######## adder_8bit ########
adder_8bit/final_congestion.png
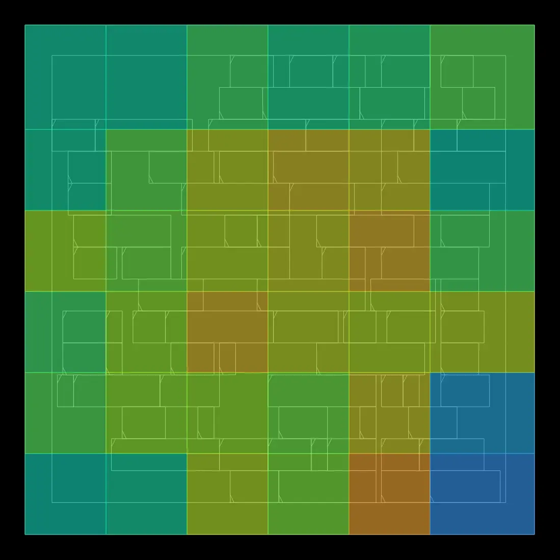

### src/rtl/adder_8bit_pkg.sv
// ============================================================================
// Module : adder_8bit_pkg
// Brief  : Shared constants and result type for the registered ripple adder.
// Rev    : 1.0
// ============================================================================
`default_nettype none

package adder_8bit_pkg;

    localparam int DEFAULT_WIDTH = 8;

    typedef enum logic [0:0] {
        OUT_IDLE  = 1'b0,
        OUT_VALID = 1'b1
    } out_state_e;

endpackage : adder_8bit_pkg

`default_nettype wire

### src/rtl/adder_8bit_full_adder.sv
// ============================================================================
// Module : full_adder
// Brief  : Purely combinational 1-bit full-adder cell.
// Rev    : 1.0
// ============================================================================
`default_nettype none

module full_adder (
    input  logic a,
    input  logic b,
    input  logic cin,
    output logic s,
    output logic cout
);

    logic w_prop;

    assign w_prop = a ^ b;
    assign s      = w_prop ^ cin;
    assign cout   = (a & b) | (cin & w_prop);

endmodule : full_adder

`default_nettype wire

### src/rtl/adder_8bit.sv
// ============================================================================
// Module : adder_8bit
// Brief  : Registered WIDTH-bit ripple-carry adder, sum = a + b + carry_in.
// Rev    : 1.0
// ============================================================================
`default_nettype none

module adder_8bit
    import adder_8bit_pkg::*;
#(
    parameter int WIDTH = DEFAULT_WIDTH
) (
    input  logic             clk,
    input  logic             rst_n,
    input  logic [WIDTH-1:0] a,
    input  logic [WIDTH-1:0] b,
    input  logic             carry_in,
    input  logic             in_valid,
    output logic [WIDTH-1:0] sum,
    output logic             carry_out,
    output logic             out_valid
);

    logic [WIDTH:0]   w_carry;
    logic [WIDTH-1:0] w_sum;

    logic [WIDTH-1:0] sum_q,   sum_d;
    logic             carry_q, carry_d;
    out_state_e       state_q, state_d;

    assign w_carry[0] = carry_in;

    generate
        for (genvar i = 0; i < WIDTH; i++) begin : g_bit
            full_adder u_fa (
                .a    (a[i]),
                .b    (b[i]),
                .cin  (w_carry[i]),
                .s    (w_sum[i]),
                .cout (w_carry[i+1])
            );
        end
    endgenerate

    // Operands only reach state when in_valid is high, so idle X's never leak in.
    always_comb begin
        sum_d   = sum_q;
        carry_d = carry_q;
        state_d = OUT_IDLE;
        if (in_valid) begin
            sum_d   = w_sum;
            carry_d = w_carry[WIDTH];
            state_d = OUT_VALID;
        end
    end

    always_ff @(posedge clk or negedge rst_n) begin
        if (!rst_n) begin
            sum_q   <= '0;
            carry_q <= 1'b0;
            state_q <= OUT_IDLE;
        end else begin
            sum_q   <= sum_d;
            carry_q <= carry_d;
            state_q <= state_d;
        end
    end

    assign sum       = sum_q;
    assign carry_out = carry_q;
    assign out_valid = (state_q == OUT_VALID);

endmodule : adder_8bit

`default_nettype wire

### config.mk
export PLATFORM = sky130hd
export DESIGN_NAME = adder_8bit
export DESIGN_NICKNAME = d
export VERILOG_FILES = /design/src/rtl/adder_8bit_pkg.sv /design/src/rtl/adder_8bit_full_adder.sv /design/src/rtl/adder_8bit.sv
export SDC_FILE = /design/constraint.sdc
export NUM_CORES = 1
export LEC_CHECK = 0
export CORE_MARGIN = 2
export CORE_UTILIZATION = 37
export DETAILED_ROUTE_END_ITERATION = 10
export GPL_ROUTABILITY_DRIVEN = 1
export GPL_TIMING_DRIVEN = 0
export PLACE_DENSITY = 0.76
export SYNTH_ARGS = -nofsm -noshare
export SYNTH_HDL_FRONTEND = slang
export SYNTH_SLANG_ARGS = --single-unit
### constraint.sdc
create_clock -name clk -period 0.95 [get_ports clk]
set_input_delay 0.19 -clock clk [delete_from_list [all_inputs] [get_ports clk]]
set_output_delay 0.19 -clock clk [all_outputs]
set_load 0.02 [all_outputs]
######## mem_arbiter ########
File: src/rtl/mem_arbiter.sv
// Two-port arbiter that shares one cache-line memory interface between the dcache (port 0) and the icache (port 1).
// Define ARB_ROUND_ROBIN_EN to alternate tie grants; without it, port 0 always wins ties.
module mem_arbiter #(
    parameter int ADDR_W   = 32,
    parameter int DATA_W   = 256,
    parameter int MAX_WAIT = 64,
    parameter int CNT_W    = 16
) (
    input  logic              clk_i,
    input  logic              rst_i,
    input  logic              p0_enable_i,
    input  logic              p0_write_i,
    input  logic [ADDR_W-1:0] p0_addr_i,
    input  logic [DATA_W-1:0] p0_data_i,
    output logic [DATA_W-1:0] p0_data_o,
    output logic              p0_ack_o,
    input  logic              p1_enable_i,
    input  logic              p1_write_i,
    input  logic [ADDR_W-1:0] p1_addr_i,
    input  logic [DATA_W-1:0] p1_data_i,
    output logic [DATA_W-1:0] p1_data_o,
    output logic              p1_ack_o,
    input  logic [DATA_W-1:0] mem_data_i,
    input  logic              mem_ack_i,
    output logic [DATA_W-1:0] mem_data_o,
    output logic [ADDR_W-1:0] mem_addr_o,
    output logic              mem_enable_o,
    output logic              mem_write_o,
    output logic [1:0]        grant_o,
    output logic              timeout_o,
    output logic [CNT_W-1:0]  p0_grants_o,
    output logic [CNT_W-1:0]  p1_grants_o
);

    localparam int WAIT_W = $clog2(MAX_WAIT + 1);
    localparam logic [WAIT_W-1:0] WAIT_LIMIT = WAIT_W'(MAX_WAIT);

    typedef enum logic {IDLE, BUSY} state_t;

    state_t              state_q, state_d;
    logic                memEnable_q, memEnable_d;
    logic                memWrite_q, memWrite_d;
    logic [ADDR_W-1:0]   memAddr_q, memAddr_d;
    logic [DATA_W-1:0]   memData_q, memData_d;
    logic [1:0]          grant_q, grant_d;
    logic                lastGrant_q, lastGrant_d;
    logic [WAIT_W-1:0]   waitCnt_q, waitCnt_d;
    logic                timeout_q, timeout_d;
    logic [CNT_W-1:0]    p0Grants_q, p0Grants_d;
    logic [CNT_W-1:0]    p1Grants_q, p1Grants_d;
    logic                pickP1;

    always_ff @(posedge clk_i or posedge rst_i) begin
        if (rst_i) begin
            state_q     <= IDLE;
            memEnable_q <= 1'b0;
            memWrite_q  <= 1'b0;
            memAddr_q   <= '0;
            memData_q   <= '0;
            grant_q     <= 2'b00;
            lastGrant_q <= 1'b1;
            waitCnt_q   <= '0;
            timeout_q   <= 1'b0;
            p0Grants_q  <= '0;
            p1Grants_q  <= '0;
        end else begin
            state_q     <= state_d;
            memEnable_q <= memEnable_d;
            memWrite_q  <= memWrite_d;
            memAddr_q   <= memAddr_d;
            memData_q   <= memData_d;
            grant_q     <= grant_d;
            lastGrant_q <= lastGrant_d;
            waitCnt_q   <= waitCnt_d;
            timeout_q   <= timeout_d;
            p0Grants_q  <= p0Grants_d;
            p1Grants_q  <= p1Grants_d;
        end
    end

    always_comb begin
        state_d     = state_q;
        memEnable_d = memEnable_q;
        memWrite_d  = memWrite_q;
        memAddr_d   = memAddr_q;
        memData_d   = memData_q;
        grant_d     = grant_q;
        lastGrant_d = lastGrant_q;
        waitCnt_d   = waitCnt_q;
        timeout_d   = timeout_q;
        p0Grants_d  = p0Grants_q;
        p1Grants_d  = p1Grants_q;
        pickP1      = 1'b0;

`ifdef ARB_ROUND_ROBIN_EN
        // lastGrant_q == 1 means port 1 was served last, so port 0 takes the next tie.
        pickP1 = p1_enable_i && (!p0_enable_i || !lastGrant_q);
`else
        pickP1 = p1_enable_i && !p0_enable_i;
`endif

        case (state_q)
            IDLE: begin
                waitCnt_d = '0;
                if (p0_enable_i || p1_enable_i) begin
                    state_d     = BUSY;
                    memEnable_d = 1'b1;
                    lastGrant_d = pickP1;
                    if (pickP1) begin
                        memAddr_d  = p1_addr_i;
                        memData_d  = p1_data_i;
                        memWrite_d = p1_write_i;
                        grant_d    = 2'b10;
                        p1Grants_d = p1Grants_q + CNT_W'(1);
                    end else begin
                        memAddr_d  = p0_addr_i;
                        memData_d  = p0_data_i;
                        memWrite_d = p0_write_i;
                        grant_d    = 2'b01;
                        p0Grants_d = p0Grants_q + CNT_W'(1);
                    end
                end
            end
            BUSY: begin
                if (mem_ack_i) begin
                    state_d     = IDLE;
                    memEnable_d = 1'b0;
                    grant_d     = 2'b00;
                    waitCnt_d   = '0;
                end else begin
                    // Saturate so a stuck memory can never wrap the counter back to zero.
                    if (waitCnt_q != WAIT_LIMIT) begin
                        waitCnt_d = waitCnt_q + WAIT_W'(1);
                    end
                    if (waitCnt_d == WAIT_LIMIT) begin
                        timeout_d = 1'b1;
                    end
                end
            end
            default: state_d = IDLE;
        endcase
    end

    assign p0_ack_o     = (state_q == BUSY) && grant_q[0] && mem_ack_i;
    assign p1_ack_o     = (state_q == BUSY) && grant_q[1] && mem_ack_i;
    assign p0_data_o    = mem_data_i;
    assign p1_data_o    = mem_data_i;
    assign mem_enable_o = memEnable_q;
    assign mem_write_o  = memWrite_q;
    assign mem_addr_o   = memAddr_q;
    assign mem_data_o   = memData_q;
    assign grant_o      = grant_q;
    assign timeout_o    = timeout_q;
    assign p0_grants_o  = p0Grants_q;
    assign p1_grants_o  = p1Grants_q;

endmodule

File: config.mk
export PLATFORM = sky130hd
export DESIGN_NAME = mem_arbiter
export DESIGN_NICKNAME = d
export VERILOG_FILES = /design/src/rtl/mem_arbiter.sv
export SDC_FILE = /design/constraint.sdc
export NUM_CORES = 1
export LEC_CHECK = 0
export ABC_AREA = 1
export CAP_MARGIN = 20
export CORE_AREA = 5 5 651 653
export DETAILED_ROUTE_END_ITERATION = 8
export DIE_AREA = 0 0 656 658
export DONT_BUFFER_PORTS = 1
export PLACE_DENSITY = 0.3
export SLEW_MARGIN = 20
export SYNTH_ARGS = -nofsm -noshare
export SYNTH_HDL_FRONTEND = slang
export SYNTH_SLANG_ARGS = --single-unit
export TNS_END_PERCENT = 5
File: constraint.sdc
create_clock -name clk_i -period 16.3 [get_ports clk_i]
set_input_delay 3.26 -clock clk_i [delete_from_list [all_inputs] [get_ports clk_i]]
set_output_delay 3.26 -clock clk_i [all_outputs]
set_load 0.03 [all_outputs]

==> screenshots <==
Placement density heat map.
image #1
9 x 9 tiles, from white (low) to dark blue (high), 0 to 100% covered.
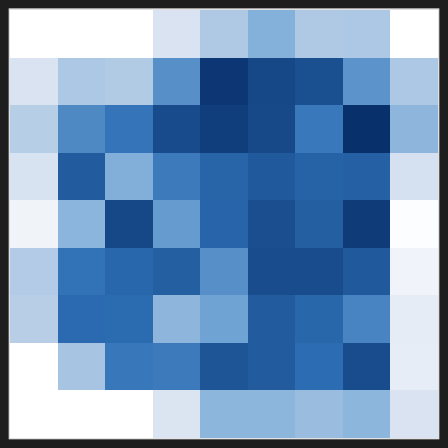
image #2
33 x 33 tiles, from white (low) to dark blue (high), 0 to 100% covered.
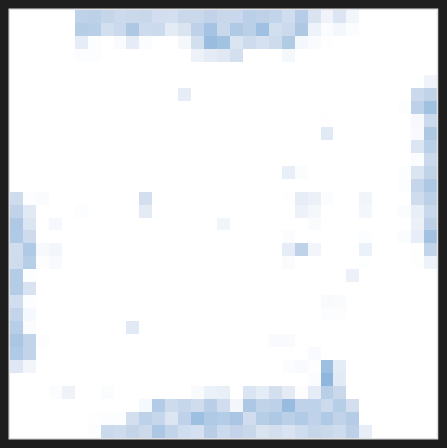
- highest utilization: image #1
- image #1 = adder_8bit
- image #2 = mem_arbiter

Key to image #1:
nearly empty tiles: 11%
densest ninth of the die: centre
fullest tile: 100%

adder_8bit/met1.png
Supply wires on this layer in grey.
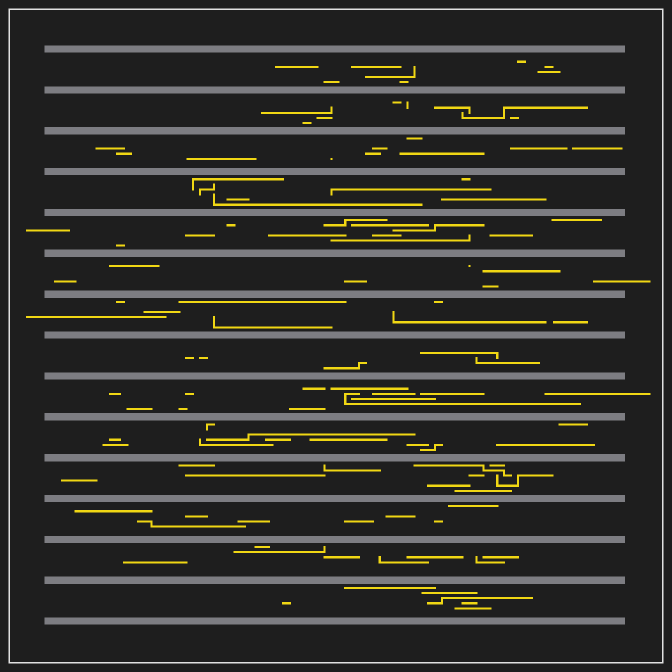
share of all routed wire: 40%
wire length on this layer: 413 microns
nets with wire on the layer: 84
longest straight run: 15.6 microns
main direction: horizontal
met1 Use GR: 16.80%
final WL: 1029 microns

About adder_8bit/final_congestion.png:
busiest layer in global routing: met2
met2 Use GR: 21.79%
met3 usage: 6.667%

==> impl_metrics.tcl, adder_8bit <==
# implementation run metrics
set metrics [dict create \
    setup_viol 18 \
    warnings 29 \
    violations "negative setup slack" \
    timing.final.ws_setup_ps -2097 \
    ys_area_sq_um 574.3 \
    wl_met1_microns 412 \
    critPathMaxFanout 1 \
    outcome "finished, violations left" \
    cts_inserted_buffers 3 \
    setup.worst_path.start_class "input port" \
    p_int_uw 1185 \
    cellLeakagePower_uw 0.0004756 \
    synthCells 38 \
    critPathLaunch "a[0]" \
    pg_comb_uw 711 \
    dr.pass1.iters 2 \
    net-switching-power_uw 486.8 \
    layout-drive-gt1-share_pct 53.95 \
    slew-limit-headroom_pct 70.82 \
    core_area_sq_um 1471 \
    grt_pass1_wl_microns 1828 \
    skew_ps 0 \
    pwr_density_cell_nw_per_um2 1654 \
    grt_start_max_net_pins 11 \
    xor_share_pct 0 \
    root_buffer "clkbuf_4" \
]
adder_8bit: placed cells by master (no fill, tap or decap):
cell | synthesis | final
dlygate4sd2_1 | 0 | 2
fa_1 | 8 | 1
mux2i_1 | 2 | 2
buf_6 | 1 | 13
nor2_1 | 1 | 1
mux2_4 | 6 | 6
inv_12 | 0 | 1
inv_1 | 9 | 4
clkbuf_8 | 0 | 1
a21oi_1 | 1 | 1
fa_2 | 0 | 7
buf_8 | 0 | 1
dfrtp_1 | 10 | 10
buf_4 | 0 | 5
clkbuf_4 | 0 | 3
inv_2 | 0 | 3
clkdlybuf4s50_1 | 0 | 14
inv_6 | 0 | 1
adder_8bit: area by class of cell:
type,instances,area [sq um]
Buffer,1,11.26
Clock buffer,4,36.28
Fill cell,116,460.4
Inverter,9,51.30
Multi-Input combinational cell,18,296.5
Sequential cell,10,250.2
Tap cell,16,20.02
Timing Repair Buffer,34,345.3
adder_8bit: worst max-delay path: cells and delay by family:
family / cells / cell delay (ps)
adder cells (fa/ha/maj): 8 / 2650
buffers and inverters: 4 / 250
multiplexers: 1 / 130
adder_8bit: sequential cells by signal, summed over array words and instances (netlist names):
name,flops
sum,8
carry_out,1
out_valid,1
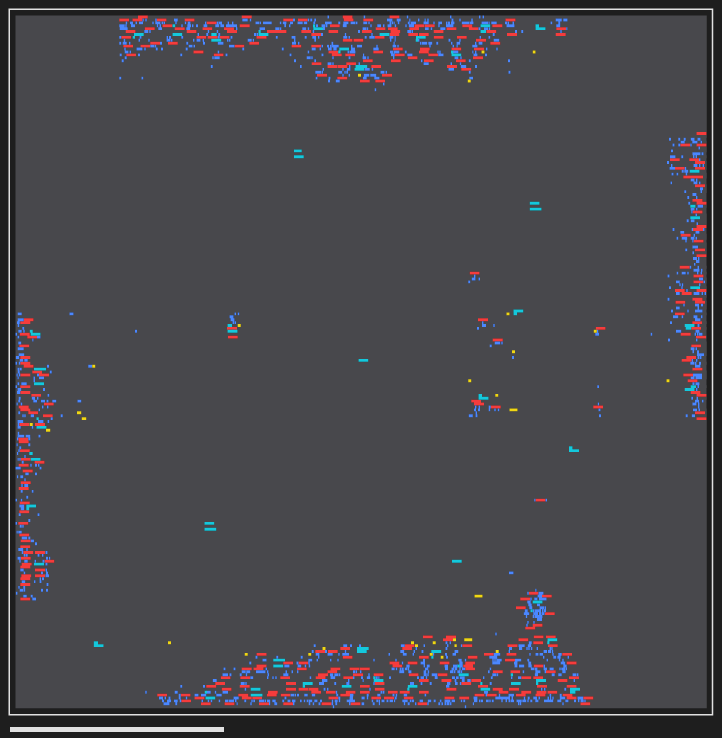
mem_arbiter/cell_classes.png
The bar under the picture is 200 microns long. Fill, decap, tap and diode cells in grey.
[all other logic] blue | cells: 1369 | share of their area: 41%
[other buffers and delay cells] yellow | cells: 31 | share of their area: 1.6%
[flops] red | cells: 333 | share of their area: 48%
[clock drivers and dummy loads] cyan | cells: 91 | share of their area: 9.8%
Final Core Density: 5.864%
final instance area: 24520 sq um
Core ar.: 418100 sq um
flop share of the area: 33.99%
Core Rows: 238

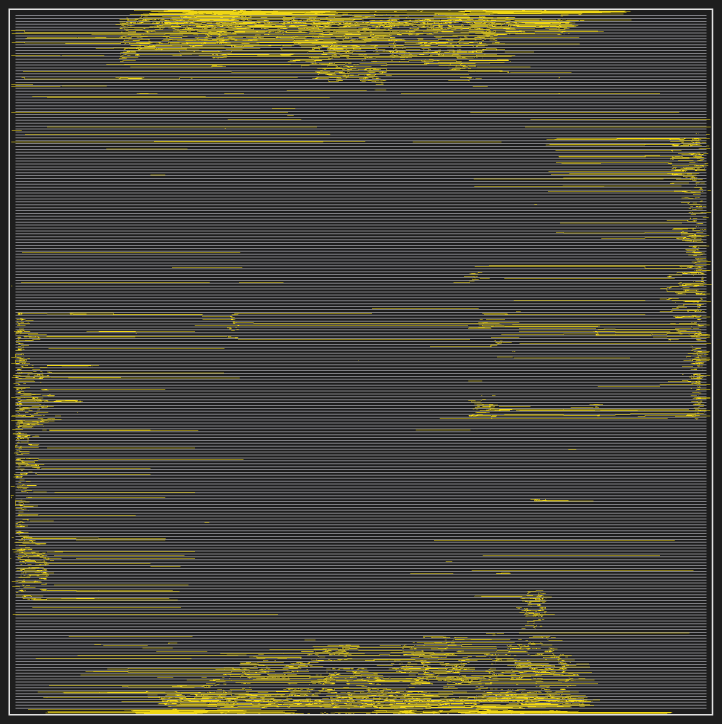
mem_arbiter/met1.png
Supply wires on this layer in grey.
wire length on this layer: 62.8 mm
longest straight run: 294 microns
main direction: horizontal
nets with wire on the layer: 2252
Vias: 15950
final WL: 215200 microns
met1 Use GR: 7.981%

==> impl_metrics.tcl, mem_arbiter <==
# implementation run metrics
set metrics [dict create \
    outcome "complete, no violations" \
    fin_cells 7385 \
    cpPeakStageDelay_ps 500 \
    switching_share_pct 47.94 \
    yosysWarnings 0 \
    finalPower_uw 3787 \
    grt_antenna_before_repair 178 \
    yosys_cells 2341 \
    rr_endpoint "mem_data_o[18]" \
    yosysUniqueCellTypes 26 \
    hold_path_end "waitCnt_q[6]" \
    post_drt_wl_per_cell_microns 29.14 \
    cts.sinks 333 \
    synthCells 2341 \
    grt-ovfl-total 0 \
]
mem_arbiter: how the worst max path moves through the flow:
| stage | depth (start not counted) | from | slack [ps] | end |
|---|---|---|---|---|
| global route | 2 | mem_ack_i | 9150 | p1_ack_o |
| CTS | 2 | mem_ack_i | 9170 | p1_ack_o |
| detailed placement | 2 | mem_ack_i | 9170 | p1_ack_o |
| floorplan | 1 | rst_i | 3820 | grant_o[0] |
| global placement | 2 | mem_ack_i | 9180 | p1_ack_o |
| finish | 2 | mem_ack_i | 9150 | p1_ack_o |
mem_arbiter: cell type report:
| type | instances | area [sq um] | area share (%) |
|---|---|---|---|
| Timing Repair Buffer | 31 | 277.8 | 1.133 |
| Multi-Input combinational cell | 1336 | 7052 | 28.76 |
| Sequential cell | 333 | 8333 | 33.99 |
| Tap cell | 5520 | 6907 | 28.17 |
| Inverter | 33 | 138.9 | 0.5664 |
| Antenna cell | 41 | 102.6 | 0.4185 |
| Clock inverter | 28 | 369.1 | 1.505 |
| Clock buffer | 63 | 1339 | 5.460 |
mem_arbiter: worst min-delay path, cell delays in order (launching register included):
cell	delay (ps)
dfrtp_1	370
nand2_1	60
nand2_1	80
nor2_1	40

######## serial_add ########
serial_add/port_nets.png
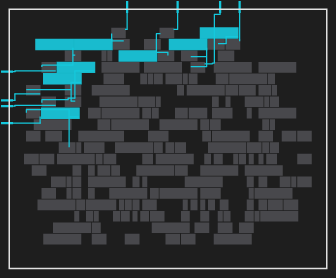

### config.mk
export PLATFORM = sky130hd
export DESIGN_NAME = serial_add
export DESIGN_NICKNAME = d
export VERILOG_FILES = /design/src/rtl/serial_add.sv
export SDC_FILE = /design/constraint.sdc
export NUM_CORES = 1
export LEC_CHECK = 0
export CAP_MARGIN = 25
export CORE_ASPECT_RATIO = 0.8
export CORE_MARGIN = 3
export CORE_UTILIZATION = 45
export CTS_CLUSTER_SIZE = 12
export DETAILED_ROUTE_END_ITERATION = 10
export PLACE_DENSITY_LB_ADDON = 0.2
export SKIP_LAST_GASP = 1
export SYNTH_ARGS = -nofsm -noshare
export SYNTH_HDL_FRONTEND = slang
export SYNTH_SLANG_ARGS = --single-unit
### constraint.sdc
create_clock -name clk -period 2.4 [get_ports clk]
set_input_delay 0.24 -clock clk [delete_from_list [all_inputs] [get_ports clk]]
set_output_delay 0.24 -clock clk [all_outputs]
set_load 0.01 [all_outputs]
### src/rtl/serial_add.sv
`default_nettype none
// +--------------------------------------------------------------------------+
// | serial_add : bit-serial LSB-first adder, one full-adder cell per clock    |
// | Rev 1.0                                                                   |
// +--------------------------------------------------------------------------+
module serial_add #(
  parameter int WIDTH = 8
) (
  input  logic             clk,
  input  logic             rst,
  input  logic             start,
  input  logic [WIDTH-1:0] a,
  input  logic [WIDTH-1:0] b,
  input  logic             cin,
  output logic [WIDTH-1:0] sum,
  output logic             cout,
  output logic             busy,
  output logic             done
);

  localparam int               CNT_W = (WIDTH > 1) ? $clog2(WIDTH) : 1;
  localparam logic [CNT_W-1:0] LAST  = CNT_W'(WIDTH - 1);

  typedef enum logic [1:0] {
    IDLE = 2'd0,
    RUN  = 2'd1,
    DONE = 2'd2
  } state_t;

  state_t           state;
  logic [WIDTH-1:0] r_sa;
  logic [WIDTH-1:0] r_sb;
  logic [WIDTH-1:0] r_res;
  logic             r_carry;
  logic [CNT_W-1:0] r_cnt;

  logic             w_s;
  logic             w_c;
  logic [WIDTH-1:0] w_res_next;

  assign w_s        = r_sa[0] ^ r_sb[0] ^ r_carry;
  assign w_c        = (r_sa[0] & r_sb[0]) | (r_sb[0] & r_carry) | (r_carry & r_sa[0]);
  // result bits enter at the MSB so the first (LSB) bit lands at bit 0 after WIDTH shifts
  assign w_res_next = {w_s, r_res[WIDTH-1:1]};

  always_ff @(posedge clk or posedge rst) begin
    if (rst) begin
      state   <= IDLE;
      r_sa    <= '0;
      r_sb    <= '0;
      r_res   <= '0;
      r_carry <= 1'b0;
      r_cnt   <= '0;
      sum     <= '0;
      cout    <= 1'b0;
      busy    <= 1'b0;
      done    <= 1'b0;
    end else begin
      case (state)
        IDLE: begin
          done <= 1'b0;
          if (start) begin
            r_sa    <= a;
            r_sb    <= b;
            r_carry <= cin;
            r_res   <= '0;
            r_cnt   <= '0;
            busy    <= 1'b1;
            state   <= RUN;
          end
        end

        RUN: begin
          r_sa    <= r_sa >> 1;
          r_sb    <= r_sb >> 1;
          r_res   <= w_res_next;
          r_carry <= w_c;
          r_cnt   <= r_cnt + CNT_W'(1);
          if (r_cnt == LAST) begin
            sum   <= w_res_next;
            cout  <= w_c;
            busy  <= 1'b0;
            done  <= 1'b1;
            state <= DONE;
          end
        end

        DONE: begin
          done <= 1'b0;
          if (start) begin
            r_sa    <= a;
            r_sb    <= b;
            r_carry <= cin;
            r_res   <= '0;
            r_cnt   <= '0;
            busy    <= 1'b1;
            state   <= RUN;
          end else begin
            state <= IDLE;
          end
        end

        default: begin
          busy  <= 1'b0;
          done  <= 1'b0;
          state <= IDLE;
        end
      endcase
    end
  end

endmodule
`default_nettype wire

######## scanner_ctrl_p ########
## src/rtl/scanner_ctrl_p.sv

```systemverilog
// Scan-rate sample buffer with 80/90/100 % threshold commands and framed buffer drains,
// all sent over one bit-serial link (clk_out/data_out) with a one-deep pending command slot.
module scanner_ctrl_p #(
  parameter int unsigned DEPTH    = 10,
  parameter int unsigned DATA_W   = 8,
  parameter int unsigned CMD_W    = 8,
  parameter int unsigned SCAN_DIV = 32
) (
  input  logic                       clk,
  input  logic                       rst,
  input  logic [1:0]                 ctrl_in,
  input  logic                       ready_for_transfer_in,
  output logic                       clk_out,
  output logic                       data_out,
  output logic [1:0]                 ps,
  output logic [$clog2(DEPTH+1)-1:0] fill,
  output logic                       tx_busy
);

  localparam int unsigned FILL_W = $clog2(DEPTH + 1);
  localparam int unsigned PTR_W  = $clog2(DEPTH);
  localparam int unsigned SH_W   = (CMD_W > DATA_W) ? CMD_W : DATA_W;
  localparam int unsigned BIT_W  = $clog2(SH_W + 1);
  localparam int unsigned DIV_W  = $clog2(SCAN_DIV);

  localparam logic [FILL_W-1:0] FullFill = FILL_W'(DEPTH);
  localparam logic [FILL_W-1:0] Th80     = FILL_W'((DEPTH * 8) / 10);
  localparam logic [FILL_W-1:0] Th90     = FILL_W'((DEPTH * 9) / 10);
  localparam logic [PTR_W-1:0]  LastPtr  = PTR_W'(DEPTH - 1);
  localparam logic [DIV_W-1:0]  LastDiv  = DIV_W'(SCAN_DIV - 1);

  localparam logic [1:0] CtrlStart = 2'b01;
  localparam logic [1:0] CtrlHalf  = 2'b10;
  localparam logic [1:0] CtrlStop  = 2'b11;

  typedef enum logic [1:0] {
    StIdle     = 2'b00,
    StActive   = 2'b01,
    StStandby  = 2'b10,
    StTransfer = 2'b11
  } state_t;

  typedef enum logic [1:0] {
    XferHdr,
    XferCnt,
    XferData,
    XferDone
  } xfer_t;

  state_t             stateQ, stateD;
  xfer_t              xferQ, xferD;
  logic [DIV_W-1:0]   divQ;
  logic [FILL_W-1:0]  fillQ, fillD;
  logic [FILL_W-1:0]  sentQ, sentD;
  logic [PTR_W-1:0]   wrPtrQ, wrPtrD;
  logic [PTR_W-1:0]   rdPtrQ, rdPtrD;
  logic [DATA_W-1:0]  sampleQ, sampleD;
  logic               stopSeenQ, stopSeenD;
  logic               pendValidQ, pendValidD;
  logic [CMD_W-1:0]   pendCmdQ, pendCmdD;

  logic               txBusyQ, txBusyD;
  logic               txPhaseQ, txPhaseD;
  logic               txIsDataQ, txIsDataD;
  logic [SH_W-1:0]    txShiftQ, txShiftD;
  logic [BIT_W-1:0]   txBitsQ, txBitsD;

  logic [DATA_W-1:0]  mem [DEPTH];

  logic               tick;
  logic               memWe;
  logic               evValid;
  logic [CMD_W-1:0]   evCmd;
  logic               loadEn;
  logic               loadIsData;
  logic [SH_W-1:0]    loadData;
  logic [FILL_W-1:0]  newFill;
  logic [BIT_W-1:0]   lastBit;

  assign tick    = (divQ == LastDiv);
  assign newFill = fillQ + 1'b1;

  // Control FSM, buffer bookkeeping and serialiser arbitration.
  always_comb begin
    stateD     = stateQ;
    xferD      = xferQ;
    fillD      = fillQ;
    sentD      = sentQ;
    wrPtrD     = wrPtrQ;
    rdPtrD     = rdPtrQ;
    sampleD    = sampleQ;
    stopSeenD  = stopSeenQ;
    pendValidD = pendValidQ;
    pendCmdD   = pendCmdQ;
    memWe      = 1'b0;
    evValid    = 1'b0;
    evCmd      = '0;
    loadEn     = 1'b0;
    loadIsData = 1'b0;
    loadData   = '0;

    unique case (stateQ)
      StIdle: begin
        if (ctrl_in == CtrlStart) stateD = StActive;
      end
      StActive: begin
        if (tick && (fillQ < FullFill)) begin
          memWe   = 1'b1;
          fillD   = newFill;
          wrPtrD  = (wrPtrQ == LastPtr) ? '0 : wrPtrQ + 1'b1;
          sampleD = sampleQ + 1'b1;
          if (newFill == Th80) begin
            evValid = 1'b1;
            evCmd   = CMD_W'(2);
          end else if (newFill == Th90) begin
            evValid = 1'b1;
            evCmd   = CMD_W'(3);
          end else if (newFill == FullFill) begin
            evValid = 1'b1;
            evCmd   = CMD_W'(4);
            stateD  = ready_for_transfer_in ? StTransfer : StStandby;
          end
        end
        // Stop wins over the full-buffer transition; the sample above is still kept.
        if (ctrl_in == CtrlStop) stateD = StIdle;
      end
      StStandby: begin
        if (ctrl_in == CtrlStop) begin
          stateD = StIdle;
        end else if (ready_for_transfer_in || (ctrl_in == CtrlHalf)) begin
          stateD = StTransfer;
        end
      end
      StTransfer: begin
        if (ctrl_in == CtrlStop) stopSeenD = 1'b1;
      end
    endcase

    // The serialiser takes a new frame only in the cycle after it drops busy, which gives
    // exactly one idle cycle between back-to-back frames.
    if (!txBusyQ) begin
      if (pendValidQ) begin
        loadEn     = 1'b1;
        loadData   = SH_W'(pendCmdQ);
        pendValidD = evValid;
        pendCmdD   = evCmd;
      end else if (evValid) begin
        loadEn   = 1'b1;
        loadData = SH_W'(evCmd);
      end else if (stateQ == StTransfer) begin
        unique case (xferQ)
          XferHdr: begin
            loadEn   = 1'b1;
            loadData = SH_W'(7);
            xferD    = XferCnt;
          end
          XferCnt: begin
            loadEn   = 1'b1;
            loadData = SH_W'(fillQ);
            sentD    = '0;
            xferD    = (fillQ == '0) ? XferDone : XferData;
          end
          XferData: begin
            loadEn     = 1'b1;
            loadIsData = 1'b1;
            loadData   = SH_W'(mem[rdPtrQ]);
            rdPtrD     = (rdPtrQ == LastPtr) ? '0 : rdPtrQ + 1'b1;
            sentD      = sentQ + 1'b1;
            if (sentD == fillQ) xferD = XferDone;
          end
          XferDone: begin
            fillD     = '0;
            wrPtrD    = '0;
            rdPtrD    = '0;
            stopSeenD = 1'b0;
            xferD     = XferHdr;
            stateD    = (stopSeenQ || (ctrl_in == CtrlStop)) ? StIdle : StActive;
          end
        endcase
      end
    end else if (evValid) begin
      // Busy: newest command replaces whatever is waiting.
      pendValidD = 1'b1;
      pendCmdD   = evCmd;
    end
  end

  assign lastBit = txIsDataQ ? BIT_W'(DATA_W - 1) : BIT_W'(CMD_W - 1);

  // Two cycles per bit: phase 0 presents the bit, phase 1 raises the link clock.
  always_comb begin
    txBusyD   = txBusyQ;
    txPhaseD  = txPhaseQ;
    txIsDataD = txIsDataQ;
    txShiftD  = txShiftQ;
    txBitsD   = txBitsQ;
    if (loadEn) begin
      txBusyD   = 1'b1;
      txPhaseD  = 1'b0;
      txIsDataD = loadIsData;
      txShiftD  = loadData;
      txBitsD   = '0;
    end else if (txBusyQ) begin
      if (!txPhaseQ) begin
        txPhaseD = 1'b1;
      end else begin
        txPhaseD = 1'b0;
        txShiftD = txShiftQ >> 1;
        txBitsD  = txBitsQ + 1'b1;
        if (txBitsQ == lastBit) txBusyD = 1'b0;
      end
    end
  end

  always_ff @(posedge clk) begin
    if (rst) begin
      stateQ     <= StIdle;
      xferQ      <= XferHdr;
      divQ       <= '0;
      fillQ      <= '0;
      sentQ      <= '0;
      wrPtrQ     <= '0;
      rdPtrQ     <= '0;
      sampleQ    <= '0;
      stopSeenQ  <= 1'b0;
      pendValidQ <= 1'b0;
      pendCmdQ   <= '0;
      txBusyQ    <= 1'b0;
      txPhaseQ   <= 1'b0;
      txIsDataQ  <= 1'b0;
      txShiftQ   <= '0;
      txBitsQ    <= '0;
    end else begin
      stateQ     <= stateD;
      xferQ      <= xferD;
      divQ       <= tick ? '0 : divQ + 1'b1;
      fillQ      <= fillD;
      sentQ      <= sentD;
      wrPtrQ     <= wrPtrD;
      rdPtrQ     <= rdPtrD;
      sampleQ    <= sampleD;
      stopSeenQ  <= stopSeenD;
      pendValidQ <= pendValidD;
      pendCmdQ   <= pendCmdD;
      txBusyQ    <= txBusyD;
      txPhaseQ   <= txPhaseD;
      txIsDataQ  <= txIsDataD;
      txShiftQ   <= txShiftD;
      txBitsQ    <= txBitsD;
    end
  end

  always_ff @(posedge clk) begin
    if (memWe) mem[wrPtrQ] <= sampleQ;
  end

  assign clk_out  = txBusyQ & txPhaseQ;
  assign data_out = txBusyQ & txShiftQ[0];
  assign tx_busy  = txBusyQ;
  assign ps       = stateQ;
  assign fill     = fillQ;

endmodule
```

## config.mk

```make
export PLATFORM = sky130hd
export DESIGN_NAME = scanner_ctrl_p
export DESIGN_NICKNAME = d
export VERILOG_FILES = /design/src/rtl/scanner_ctrl_p.sv
export SDC_FILE = /design/constraint.sdc
export NUM_CORES = 1
export LEC_CHECK = 0
export ABC_CLOCK_PERIOD_IN_PS = 3800
export CAP_MARGIN = 0
export CORE_UTILIZATION = 61
export CTS_CLUSTER_DIAMETER = 80
export DETAILED_ROUTE_END_ITERATION = 8
export GPL_TIMING_DRIVEN = 0
export MAX_ROUTING_LAYER = met4
export PLACE_DENSITY = 0.86
export SLEW_MARGIN = 30
export SYNTH_ARGS = -nofsm -noshare
export SYNTH_HDL_FRONTEND = slang
export SYNTH_SLANG_ARGS = --single-unit
```

## constraint.sdc

```tcl
create_clock -name clk -period 3.8 [get_ports clk]
set_input_delay 0.38 -clock clk [delete_from_list [all_inputs] [get_ports clk]]
set_output_delay 0.38 -clock clk [all_outputs]
set_load 0.05 [all_outputs]
```

######## driver_alu ########
[src/rtl/singlecycle_pkg.sv]
// -----------------------------------------------------------------------------
// singlecycle_pkg
// Shared definitions for the single-cycle ALU and its stimulus generator:
//   ALUSel_e      - ALU opcode encoding (ALU_ADD = 0 .. ALU_SLTU = 9)
//   ALU_NUM_OPS   - number of opcodes
//   ALU_CORNER_N  - number of entries in the operand corner table
//   CORNER        - operand corner-value table used by the directed sweep
//   LFSR_TAPS     - feedback mask of the right-shift Galois LFSR
//   lfsr_step()   - one LFSR step
// -----------------------------------------------------------------------------
package singlecycle_pkg;

   typedef enum logic [3:0] {
      ALU_ADD  = 4'd0,
      ALU_SUB  = 4'd1,
      ALU_XOR  = 4'd2,
      ALU_OR   = 4'd3,
      ALU_AND  = 4'd4,
      ALU_SLL  = 4'd5,
      ALU_SRL  = 4'd6,
      ALU_SRA  = 4'd7,
      ALU_SLT  = 4'd8,
      ALU_SLTU = 4'd9
   } ALUSel_e;

   localparam int unsigned ALU_NUM_OPS  = 10;
   localparam int unsigned ALU_CORNER_N = 8;

   localparam logic [31:0] CORNER [ALU_CORNER_N] = '{
      32'h0000_0000, 32'h0000_0001, 32'hFFFF_FFFF, 32'h8000_0000,
      32'h7FFF_FFFF, 32'h0000_001F, 32'h0000_0020, 32'hAAAA_AAAA
   };

   localparam logic [31:0] LFSR_TAPS = 32'h8020_0003;

   function automatic logic [31:0] lfsr_step(input logic [31:0] x);
      return (x >> 1) ^ (x[0] ? LFSR_TAPS : '0);
   endfunction

endpackage

[src/rtl/driver_alu_lfsr32.sv]
// -----------------------------------------------------------------------------
// lfsr32
// 32-bit right-shift Galois LFSR with seed load and step enable.
//   i_clk    clock
//   i_rst    synchronous active-high reset, loads SEED
//   i_load   reload SEED (takes priority over i_step)
//   i_step   advance one step
//   o_state  current LFSR state
//   o_next   state after one more step (combinational look-ahead)
// -----------------------------------------------------------------------------
module lfsr32
   import singlecycle_pkg::*;
#(
   parameter logic [31:0] SEED = 32'h0000_0001
) (
   input  logic        i_clk,
   input  logic        i_rst,
   input  logic        i_load,
   input  logic        i_step,
   output logic [31:0] o_state,
   output logic [31:0] o_next
);

   logic [31:0] r_state;
   logic [31:0] w_next;

   always_comb begin
      w_next = lfsr_step(r_state);
   end

   always_ff @(posedge i_clk) begin
      if (i_rst || i_load) begin
         r_state <= SEED;
      end else if (i_step) begin
         r_state <= w_next;
      end
   end

   assign o_state = r_state;
   assign o_next  = w_next;

endmodule

[src/rtl/driver_alu.sv]
// -----------------------------------------------------------------------------
// driver_alu
// Stimulus generator for the single-cycle ALU: a directed sweep of every
// opcode against the corner-value table for both operands, followed by
// NUM_RANDOM LFSR-based vectors. Vectors are offered with a valid/ready
// handshake; all outputs are registered.
//   i_clk         clock
//   i_rst         synchronous active-high reset
//   i_start       start pulse (honoured in IDLE or DONE only)
//   i_ready       consumer accepts the current vector when o_valid is high
//   o_operand_a   operand A of the current vector
//   o_operand_b   operand B of the current vector
//   o_alu_op      opcode of the current vector
//   o_valid       current vector valid
//   o_done        run complete, held until the next i_start
//   o_vector_cnt  accepted vectors in the current run
// -----------------------------------------------------------------------------
module driver_alu
   import singlecycle_pkg::*;
#(
   parameter int unsigned NUM_RANDOM = 1000,
   parameter logic [31:0] SEED_A     = 32'hACE1_2468,
   parameter logic [31:0] SEED_B     = 32'h1357_BDF9
) (
   input  logic        i_clk,
   input  logic        i_rst,
   input  logic        i_start,
   input  logic        i_ready,
   output logic [31:0] o_operand_a,
   output logic [31:0] o_operand_b,
   output ALUSel_e     o_alu_op,
   output logic        o_valid,
   output logic        o_done,
   output logic [31:0] o_vector_cnt
);

   localparam logic [1:0] S_IDLE     = 2'd0;
   localparam logic [1:0] S_DIRECTED = 2'd1;
   localparam logic [1:0] S_RANDOM   = 2'd2;
   localparam logic [1:0] S_DONE     = 2'd3;

   localparam int unsigned DIR_LAST = ALU_NUM_OPS * ALU_CORNER_N * ALU_CORNER_N - 1;

   logic [1:0]  r_state;
   logic [9:0]  r_k;
   logic [31:0] r_rnd_cnt;
   logic [31:0] r_operand_a;
   logic [31:0] r_operand_b;
   ALUSel_e     r_alu_op;
   logic        r_valid;
   logic        r_done;
   logic [31:0] r_vector_cnt;

   logic        w_accept;
   logic        w_start;
   logic        w_step;
   logic [9:0]  w_k_next;
   logic [31:0] w_lfsr_a;
   logic [31:0] w_lfsr_b;
   logic [31:0] w_lfsr_a_next;
   logic [31:0] w_lfsr_b_next;

   always_comb begin
      w_accept = r_valid & i_ready;
      w_start  = i_start & ((r_state == S_IDLE) | (r_state == S_DONE));
      w_step   = w_accept & (r_state == S_RANDOM);
      w_k_next = r_k + 10'd1;
   end

   // The LFSR state always equals the random vector currently on display;
   // the look-ahead output provides the next vector for the registered outputs.
   lfsr32 #(.SEED(SEED_A)) u_lfsr_a (
      .i_clk   (i_clk),
      .i_rst   (i_rst),
      .i_load  (w_start),
      .i_step  (w_step),
      .o_state (w_lfsr_a),
      .o_next  (w_lfsr_a_next)
   );

   lfsr32 #(.SEED(SEED_B)) u_lfsr_b (
      .i_clk   (i_clk),
      .i_rst   (i_rst),
      .i_load  (w_start),
      .i_step  (w_step),
      .o_state (w_lfsr_b),
      .o_next  (w_lfsr_b_next)
   );

   always_ff @(posedge i_clk) begin
      if (i_rst) begin
         r_state      <= S_IDLE;
         r_k          <= '0;
         r_rnd_cnt    <= '0;
         r_operand_a  <= '0;
         r_operand_b  <= '0;
         r_alu_op     <= ALU_ADD;
         r_valid      <= 1'b0;
         r_done       <= 1'b0;
         r_vector_cnt <= '0;
      end else begin
         case (r_state)
            S_IDLE, S_DONE: begin
               if (i_start) begin
                  r_state      <= S_DIRECTED;
                  r_k          <= '0;
                  r_rnd_cnt    <= '0;
                  r_operand_a  <= CORNER[0];
                  r_operand_b  <= CORNER[0];
                  r_alu_op     <= ALU_ADD;
                  r_valid      <= 1'b1;
                  r_done       <= 1'b0;
                  r_vector_cnt <= '0;
               end
            end

            S_DIRECTED: begin
               if (w_accept) begin
                  r_vector_cnt <= r_vector_cnt + 32'd1;
                  if (r_k == 10'(DIR_LAST)) begin
                     if (NUM_RANDOM == 0) begin
                        r_state <= S_DONE;
                        r_valid <= 1'b0;
                        r_done  <= 1'b1;
                     end else begin
                        r_state     <= S_RANDOM;
                        r_rnd_cnt   <= '0;
                        r_operand_a <= w_lfsr_a;
                        r_operand_b <= w_lfsr_b;
                        r_alu_op    <= ALU_ADD;
                     end
                  end else begin
                     // Index bits: [9:6] opcode, [5:3] operand A corner, [2:0] operand B corner.
                     r_k         <= w_k_next;
                     r_alu_op    <= ALUSel_e'(w_k_next[9:6]);
                     r_operand_a <= CORNER[w_k_next[5:3]];
                     r_operand_b <= CORNER[w_k_next[2:0]];
                  end
               end
            end

            S_RANDOM: begin
               if (w_accept) begin
                  r_vector_cnt <= r_vector_cnt + 32'd1;
                  if (r_rnd_cnt == 32'(NUM_RANDOM - 1)) begin
                     r_state <= S_DONE;
                     r_valid <= 1'b0;
                     r_done  <= 1'b1;
                  end else begin
                     r_rnd_cnt   <= r_rnd_cnt + 32'd1;
                     r_operand_a <= w_lfsr_a_next;
                     r_operand_b <= w_lfsr_b_next;
                     r_alu_op    <= (r_alu_op == ALU_SLTU) ? ALU_ADD
                                                           : ALUSel_e'(r_alu_op + 4'd1);
                  end
               end
            end

            default: begin
               r_state <= S_IDLE;
            end
         endcase
      end
   end

   assign o_operand_a  = r_operand_a;
   assign o_operand_b  = r_operand_b;
   assign o_alu_op     = r_alu_op;
   assign o_valid      = r_valid;
   assign o_done       = r_done;
   assign o_vector_cnt = r_vector_cnt;

endmodule

[config.mk]
export PLATFORM = sky130hd
export DESIGN_NAME = driver_alu
export DESIGN_NICKNAME = d
export VERILOG_FILES = /design/src/rtl/singlecycle_pkg.sv /design/src/rtl/driver_alu_lfsr32.sv /design/src/rtl/driver_alu.sv
export SDC_FILE = /design/constraint.sdc
export NUM_CORES = 1
export LEC_CHECK = 0
export CAP_MARGIN = 20
export CORE_UTILIZATION = 55
export CTS_CLUSTER_SIZE = 28
export DETAILED_ROUTE_END_ITERATION = 7
export GPL_TIMING_DRIVEN = 0
export PLACE_DENSITY = 0.78
export SETUP_SLACK_MARGIN = 0.4
export SYNTH_ARGS = -nofsm -noshare
export SYNTH_HDL_FRONTEND = slang
export SYNTH_SLANG_ARGS = --single-unit
[constraint.sdc]
create_clock -name i_clk -period 2.6 [get_ports i_clk]
set_input_delay 0.52 -clock i_clk [delete_from_list [all_inputs] [get_ports i_clk]]
set_output_delay 0.52 -clock i_clk [all_outputs]
set_load 0.01 [all_outputs]
scanner_ctrl_p/density.png
10 x 10 tiles, from white (low) to dark blue (high), 0 to 100% covered.
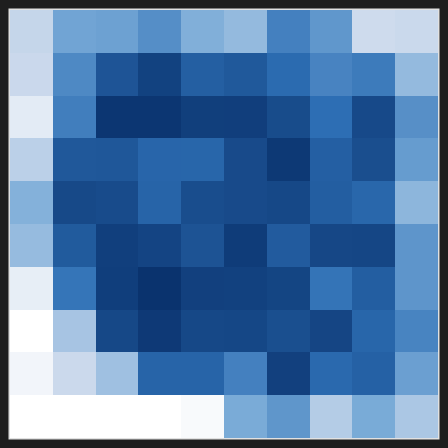
mean over tiles: 66%
emptiest ninth of the die: lower left
fullest tile: 99%
densest ninth of the die: centre
nearly empty tiles: 5.0%
Core ar.: 9371 sq um
fp util: 63.63%
Final Core Density: 73.26%

==> impl_metrics.tcl, scanner_ctrl_p <==
# implementation run metrics
set metrics [dict create \
    rrSetupSlack_ps 510 \
    layout_top_cells "edfxtp_1, dfxtp_1, nor2_1, nand2_1, a21oi_1" \
    post_dp_cell_area_sq_um 6300 \
    hp-start "rst" \
    outcome "complete, no violations" \
    syn_nets 500 \
    synth_area_per_cell_sq_um 12.48 \
    rows 35 \
    async_flop_share_pct 0 \
    combPwrFrac_pct 1.0 \
    cp_num_buf_inv 1 \
    met3_usage_pct 6.657 \
    dp_cells 623 \
    layout-drive-gt1-share_pct 15.40 \
    grt_antenna_before_repair 0 \
]
-- scanner_ctrl_p: cell type report --
class / count / area, sq um
inverter: 11 / 41.29
timing repair buffer: 16 / 140.1
fill: 598 / 2506
sequential: 136 / 3523
tap: 129 / 161.4
buffer: 24 / 121.4
clock buffer: 18 / 417.9
multi-input combinational: 307 / 2312
clock inverter: 14 / 147.6
-- scanner_ctrl_p: cells by family (layout without fill, tap and decap cells) --
family                   count (synthesis)  count (layout)  synth area share, %
adder cells (fa/ha/maj)                 18              18                3.756
XOR/XNOR                                21              21                3.084
multiplexers                            34              34                9.001
buffers and inverters                   35              83                2.728
AND/OR/NAND/NOR                        152             152                13.03
AND-OR/OR-AND                           82              82                9.316
flip-flops                             136             136                59.09
-- scanner_ctrl_p: power groups by stage --
stage	Clock [uW]	Combinational, uW	Sequential [uW]
after floorplan	0	16.0	1580
after global placement	0	28.7	1580
after detailed placement	0	29.8	1580
after CTS	1590	30.4	1550
after global routing	1660	33.2	1550
final	1580	30.5	1550
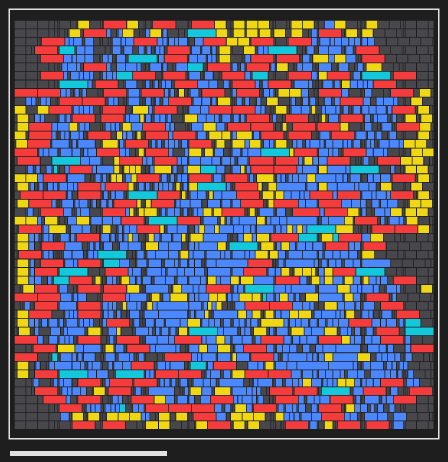
driver_alu/cell_classes.png
The bar under the picture is 50 microns long. Fill, decap, tap and diode cells in grey.
[other buffers and delay cells] yellow | cells: 259 | share of their area: 17%
[flops] red | cells: 210 | share of their area: 32%
[clock drivers and dummy loads] cyan | cells: 37 | share of their area: 5.4%
[all other logic] blue | cells: 917 | share of their area: 45%
Final Core Density: 77.21%
Core ar.: 17480 sq um

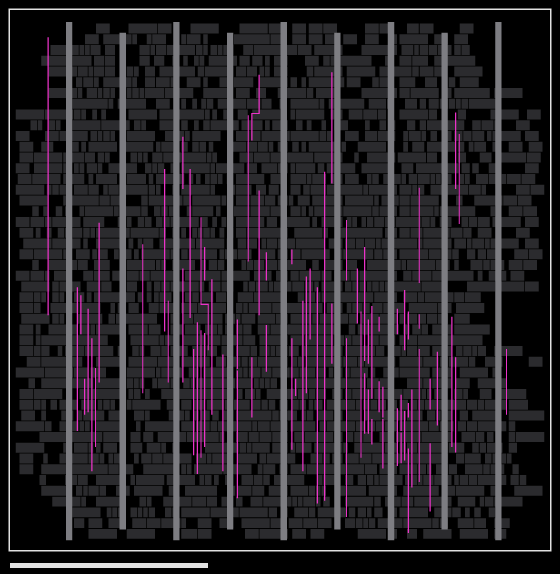
driver_alu/met4.png
The bar under the picture is 50 microns long. Supply wires on this layer in grey.
share of all routed wire: 5.1%
longest straight run: 83.0 microns
wire length on this layer: 1690 microns
main direction: vertical
nets with wire on the layer: 63
final WL: 33390 microns
Vias: 10650

==> impl_metrics.tcl, driver_alu <==
# implementation run metrics
set metrics [dict create \
    cts_tree "done" \
    tightest_slew_ps 683.2 \
    endpoint_kind "flip-flop" \
    ys_sh_mux_pct 2.663 \
    port_buffers 105 \
    skew_ps 19.93 \
    nNetsFinal 1429 \
    top_area_cell "dfxtp_1" \
    outcome "complete, no violations" \
    root_buffer "clkbuf_16" \
    rrSetupSlack_ps 270 \
    yosysWarnings 0 \
    dr.pass1.iters 8 \
    yosysUniqueCellTypes 68 \
    hp-class "reg2reg" \
    setup_viol 0 \
    maxSlewViolCount 0 \
    syn_nets 1234 \
    p_int_uw 6550 \
    htree_num_levels 1 \
    nFillCells 1162 \
]
-- driver_alu: worst max-delay path: cells and delay by family, from the launching register on --
| family | cells | cell delay [ps] |
|---|---|---|
| AND/OR/NAND/NOR | 3 | 710 |
| buffers and inverters | 4 | 610 |
| AND-OR/OR-AND | 2 | 410 |
| flip-flops | 1 | 390 |
| adder cells (fa/ha/maj) | 1 | 140 |
-- driver_alu: stage by stage --
| step | instances | utilization [%] | total power, uW | TNS, ps |
|---|---|---|---|---|
| 2_1_floorplan | 1215 | - | 4946 | 0 |
| 6_report | 1648 | 77.21 | 10010 | 0 |
| 4_1_cts | 1622 | 73.69 | 9451 | 0 |
| 3_5_place_dp | 1546 | 64.91 | 5844 | -46120 |
| 5_1_grt | 1648 | 77.21 | 10310 | 0 |
| 3_3_place_gp | 1545 | 64.86 | 5806 | -44590 |
-- driver_alu: cell type report --
type | instances | share of cell area, %
Clock inverter | 4 | 0.2318
Tap cell | 225 | 2.086
Buffer | 89 | 5.007
Inverter | 35 | 1.001
Sequential cell | 210 | 31.32
Timing Repair Buffer | 170 | 11.86
Clock buffer | 33 | 5.053
Multi-Input combinational cell | 882 | 43.44
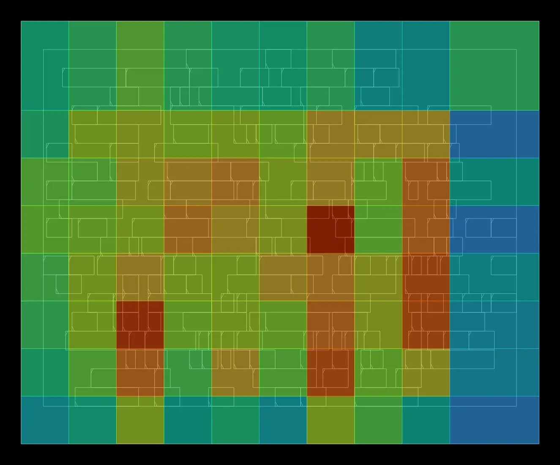
serial_add/final_congestion.png
wire per inst: 14.74 microns
Final Core Density: 60.69%
met2 Use GR: 25.68%

About serial_add/port_nets.png:
[`sum`] cyan | direction: output | end cells: 8 | wire: 174 microns
# port buffers: 30
# IOs: 31

==> impl_metrics.tcl, serial_add <==
# implementation run metrics
set metrics [dict create \
    timing.final.crit_period_ps 1592 \
    nNetsFinal 204 \
    routed_wl_microns 3302 \
    timing.final.ws_setup_ps 807.6 \
    tightest_slew_ps 574.4 \
    maxSlewViolCount 0 \
    rsz0062_at_grt "no" \
    antenna_left 0 \
    yosysUniqueCellTypes 25 \
    logic_area_sq_um 650.6 \
    cts-resized-gates 0 \
    whs_ps 370.1 \
    hp-class "in2async" \
    peakVddDrop_v 0.0007057 \
    rrSetupSlack_ps 810 \
    post_dp_cell_area_sq_um 2042 \
    combPwrFrac_pct 36.9 \
    place_ws_ps 614.6 \
    critPathMaxFanout 18 \
    pwr_density_cell_nw_per_um2 1282 \
    setup_tns_ps 0 \
    worstSkewPairLatency_ps 290 \
    fa_ha_area_share_pct 2.626 \
    yosys_cells 150 \
    core_area_sq_um 3542 \
    layout-drive-gt1-share_pct 9.341 \
    outcome "complete, no violations" \
    root_buffer "clkbuf_8" \
]
-- serial_add: layer usage --
layer	global-route usage, %	share of wire (%)	up-vias
li1	-	-	590
met1	23.84	50	594
met2	25.68	44	29
met3	4.405	4.8	7
met4	6.345	1.5	0
met5	0	0	-
-- serial_add: worst max path at each step --
stage	start	end	slack [ps]	cells after the start
after floorplan	r_cnt[0]	cout	970	4
after global placement	start	r_sa[0]	640	4
after detailed placement	start	r_sb[1]	610	4
after CTS	state[0]	sum[7]	790	3
after global routing	state[0]	r_cnt[2]	640	4
final	state[0]	sum[7]	810	3
-- serial_add: critical path, stage by stage (launching register included) --
cell	delay, ps
dfrtp_1	640
nor2b_1	250
nand2_2	200
mux2_1	360
-- serial_add: cells in the final DEF, fill, tap and decap left out, types with 2 or more instances in the layout --
master           instances
mux2_1                  11
dfrtp_1                 40
clkbuf_8                 5
clkdlybuf4s50_1         30
o22ai_1                 14
nor3_1                  14
nand2b_1                 6
ha_1                     2
nor2_1                  19
a22o_1                   8
nor2b_1                  3
o21ai_0                  5
buf_4                    4
mux2_2                   3
nand2_1                  5

==> gallery <==
Met1 routing.
Supply wires on this layer in grey.
Plate I
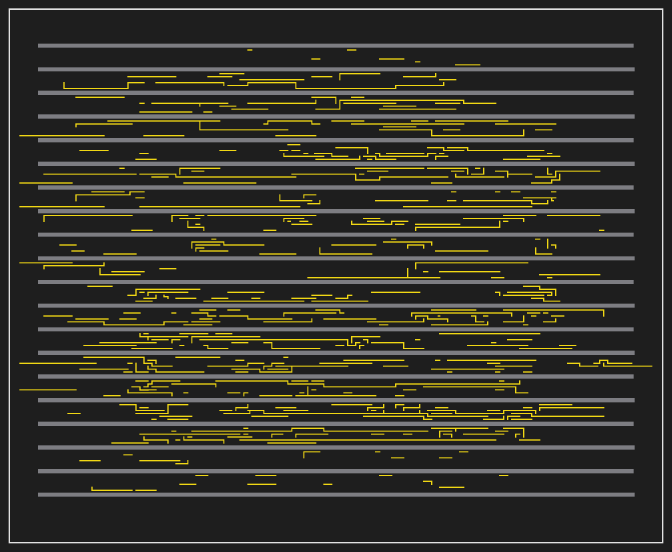
Plate II
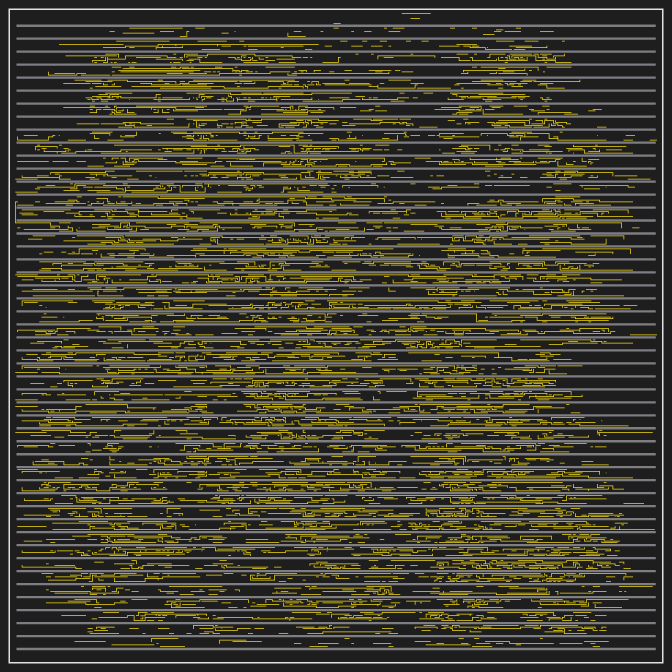
Plate III
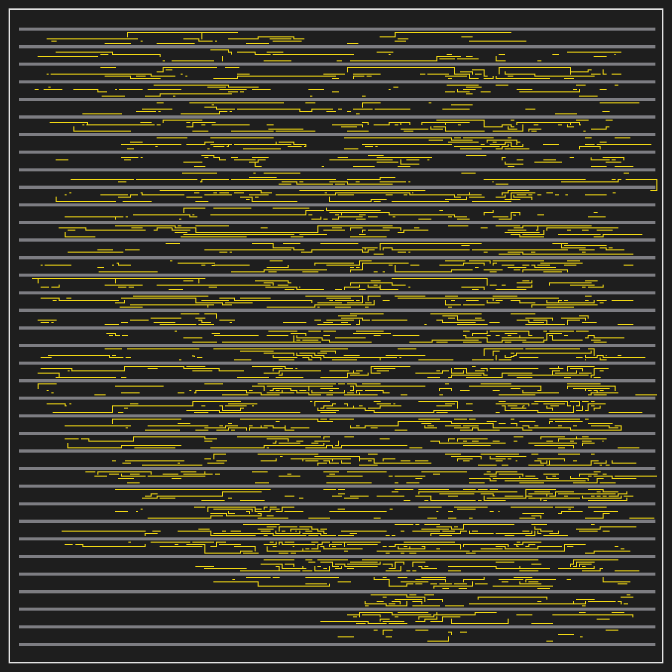
- serial_add = Plate I
- driver_alu = Plate II
- scanner_ctrl_p = Plate III

Key to Plate II:
main direction: horizontal
nets with wire on the layer: 1344
longest straight run: 35.0 microns



==> screenshots <==
Routing congestion map.
(a)
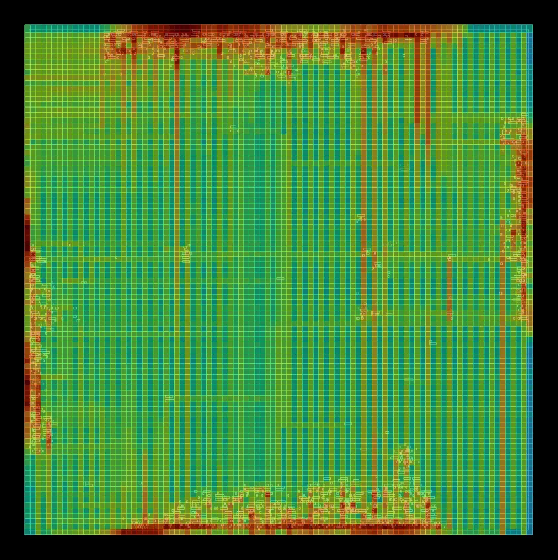
(b)
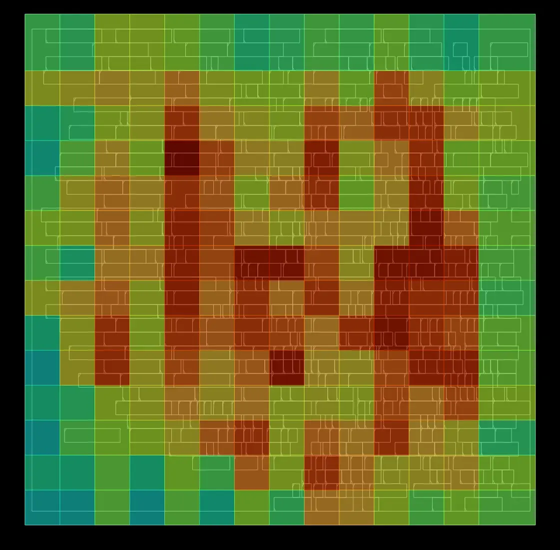
(c)
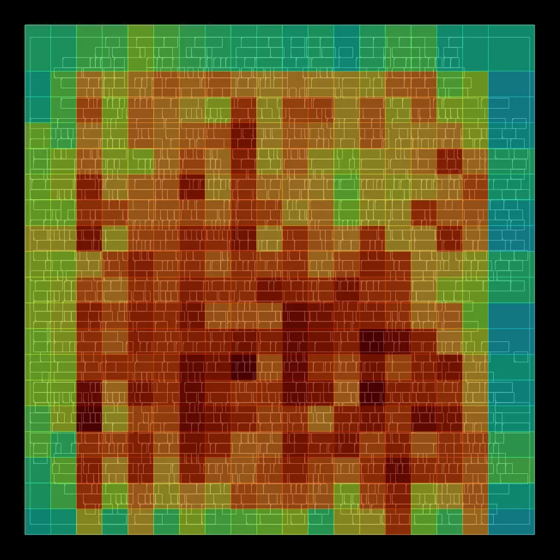
(b) -> scanner_ctrl_p
(c) -> driver_alu
(a) -> mem_arbiter
The one with the most wire per cell is (a).
The one with the lowest track usage is (a).

No activity file was given, so power comes from the tool's default toggle rates.
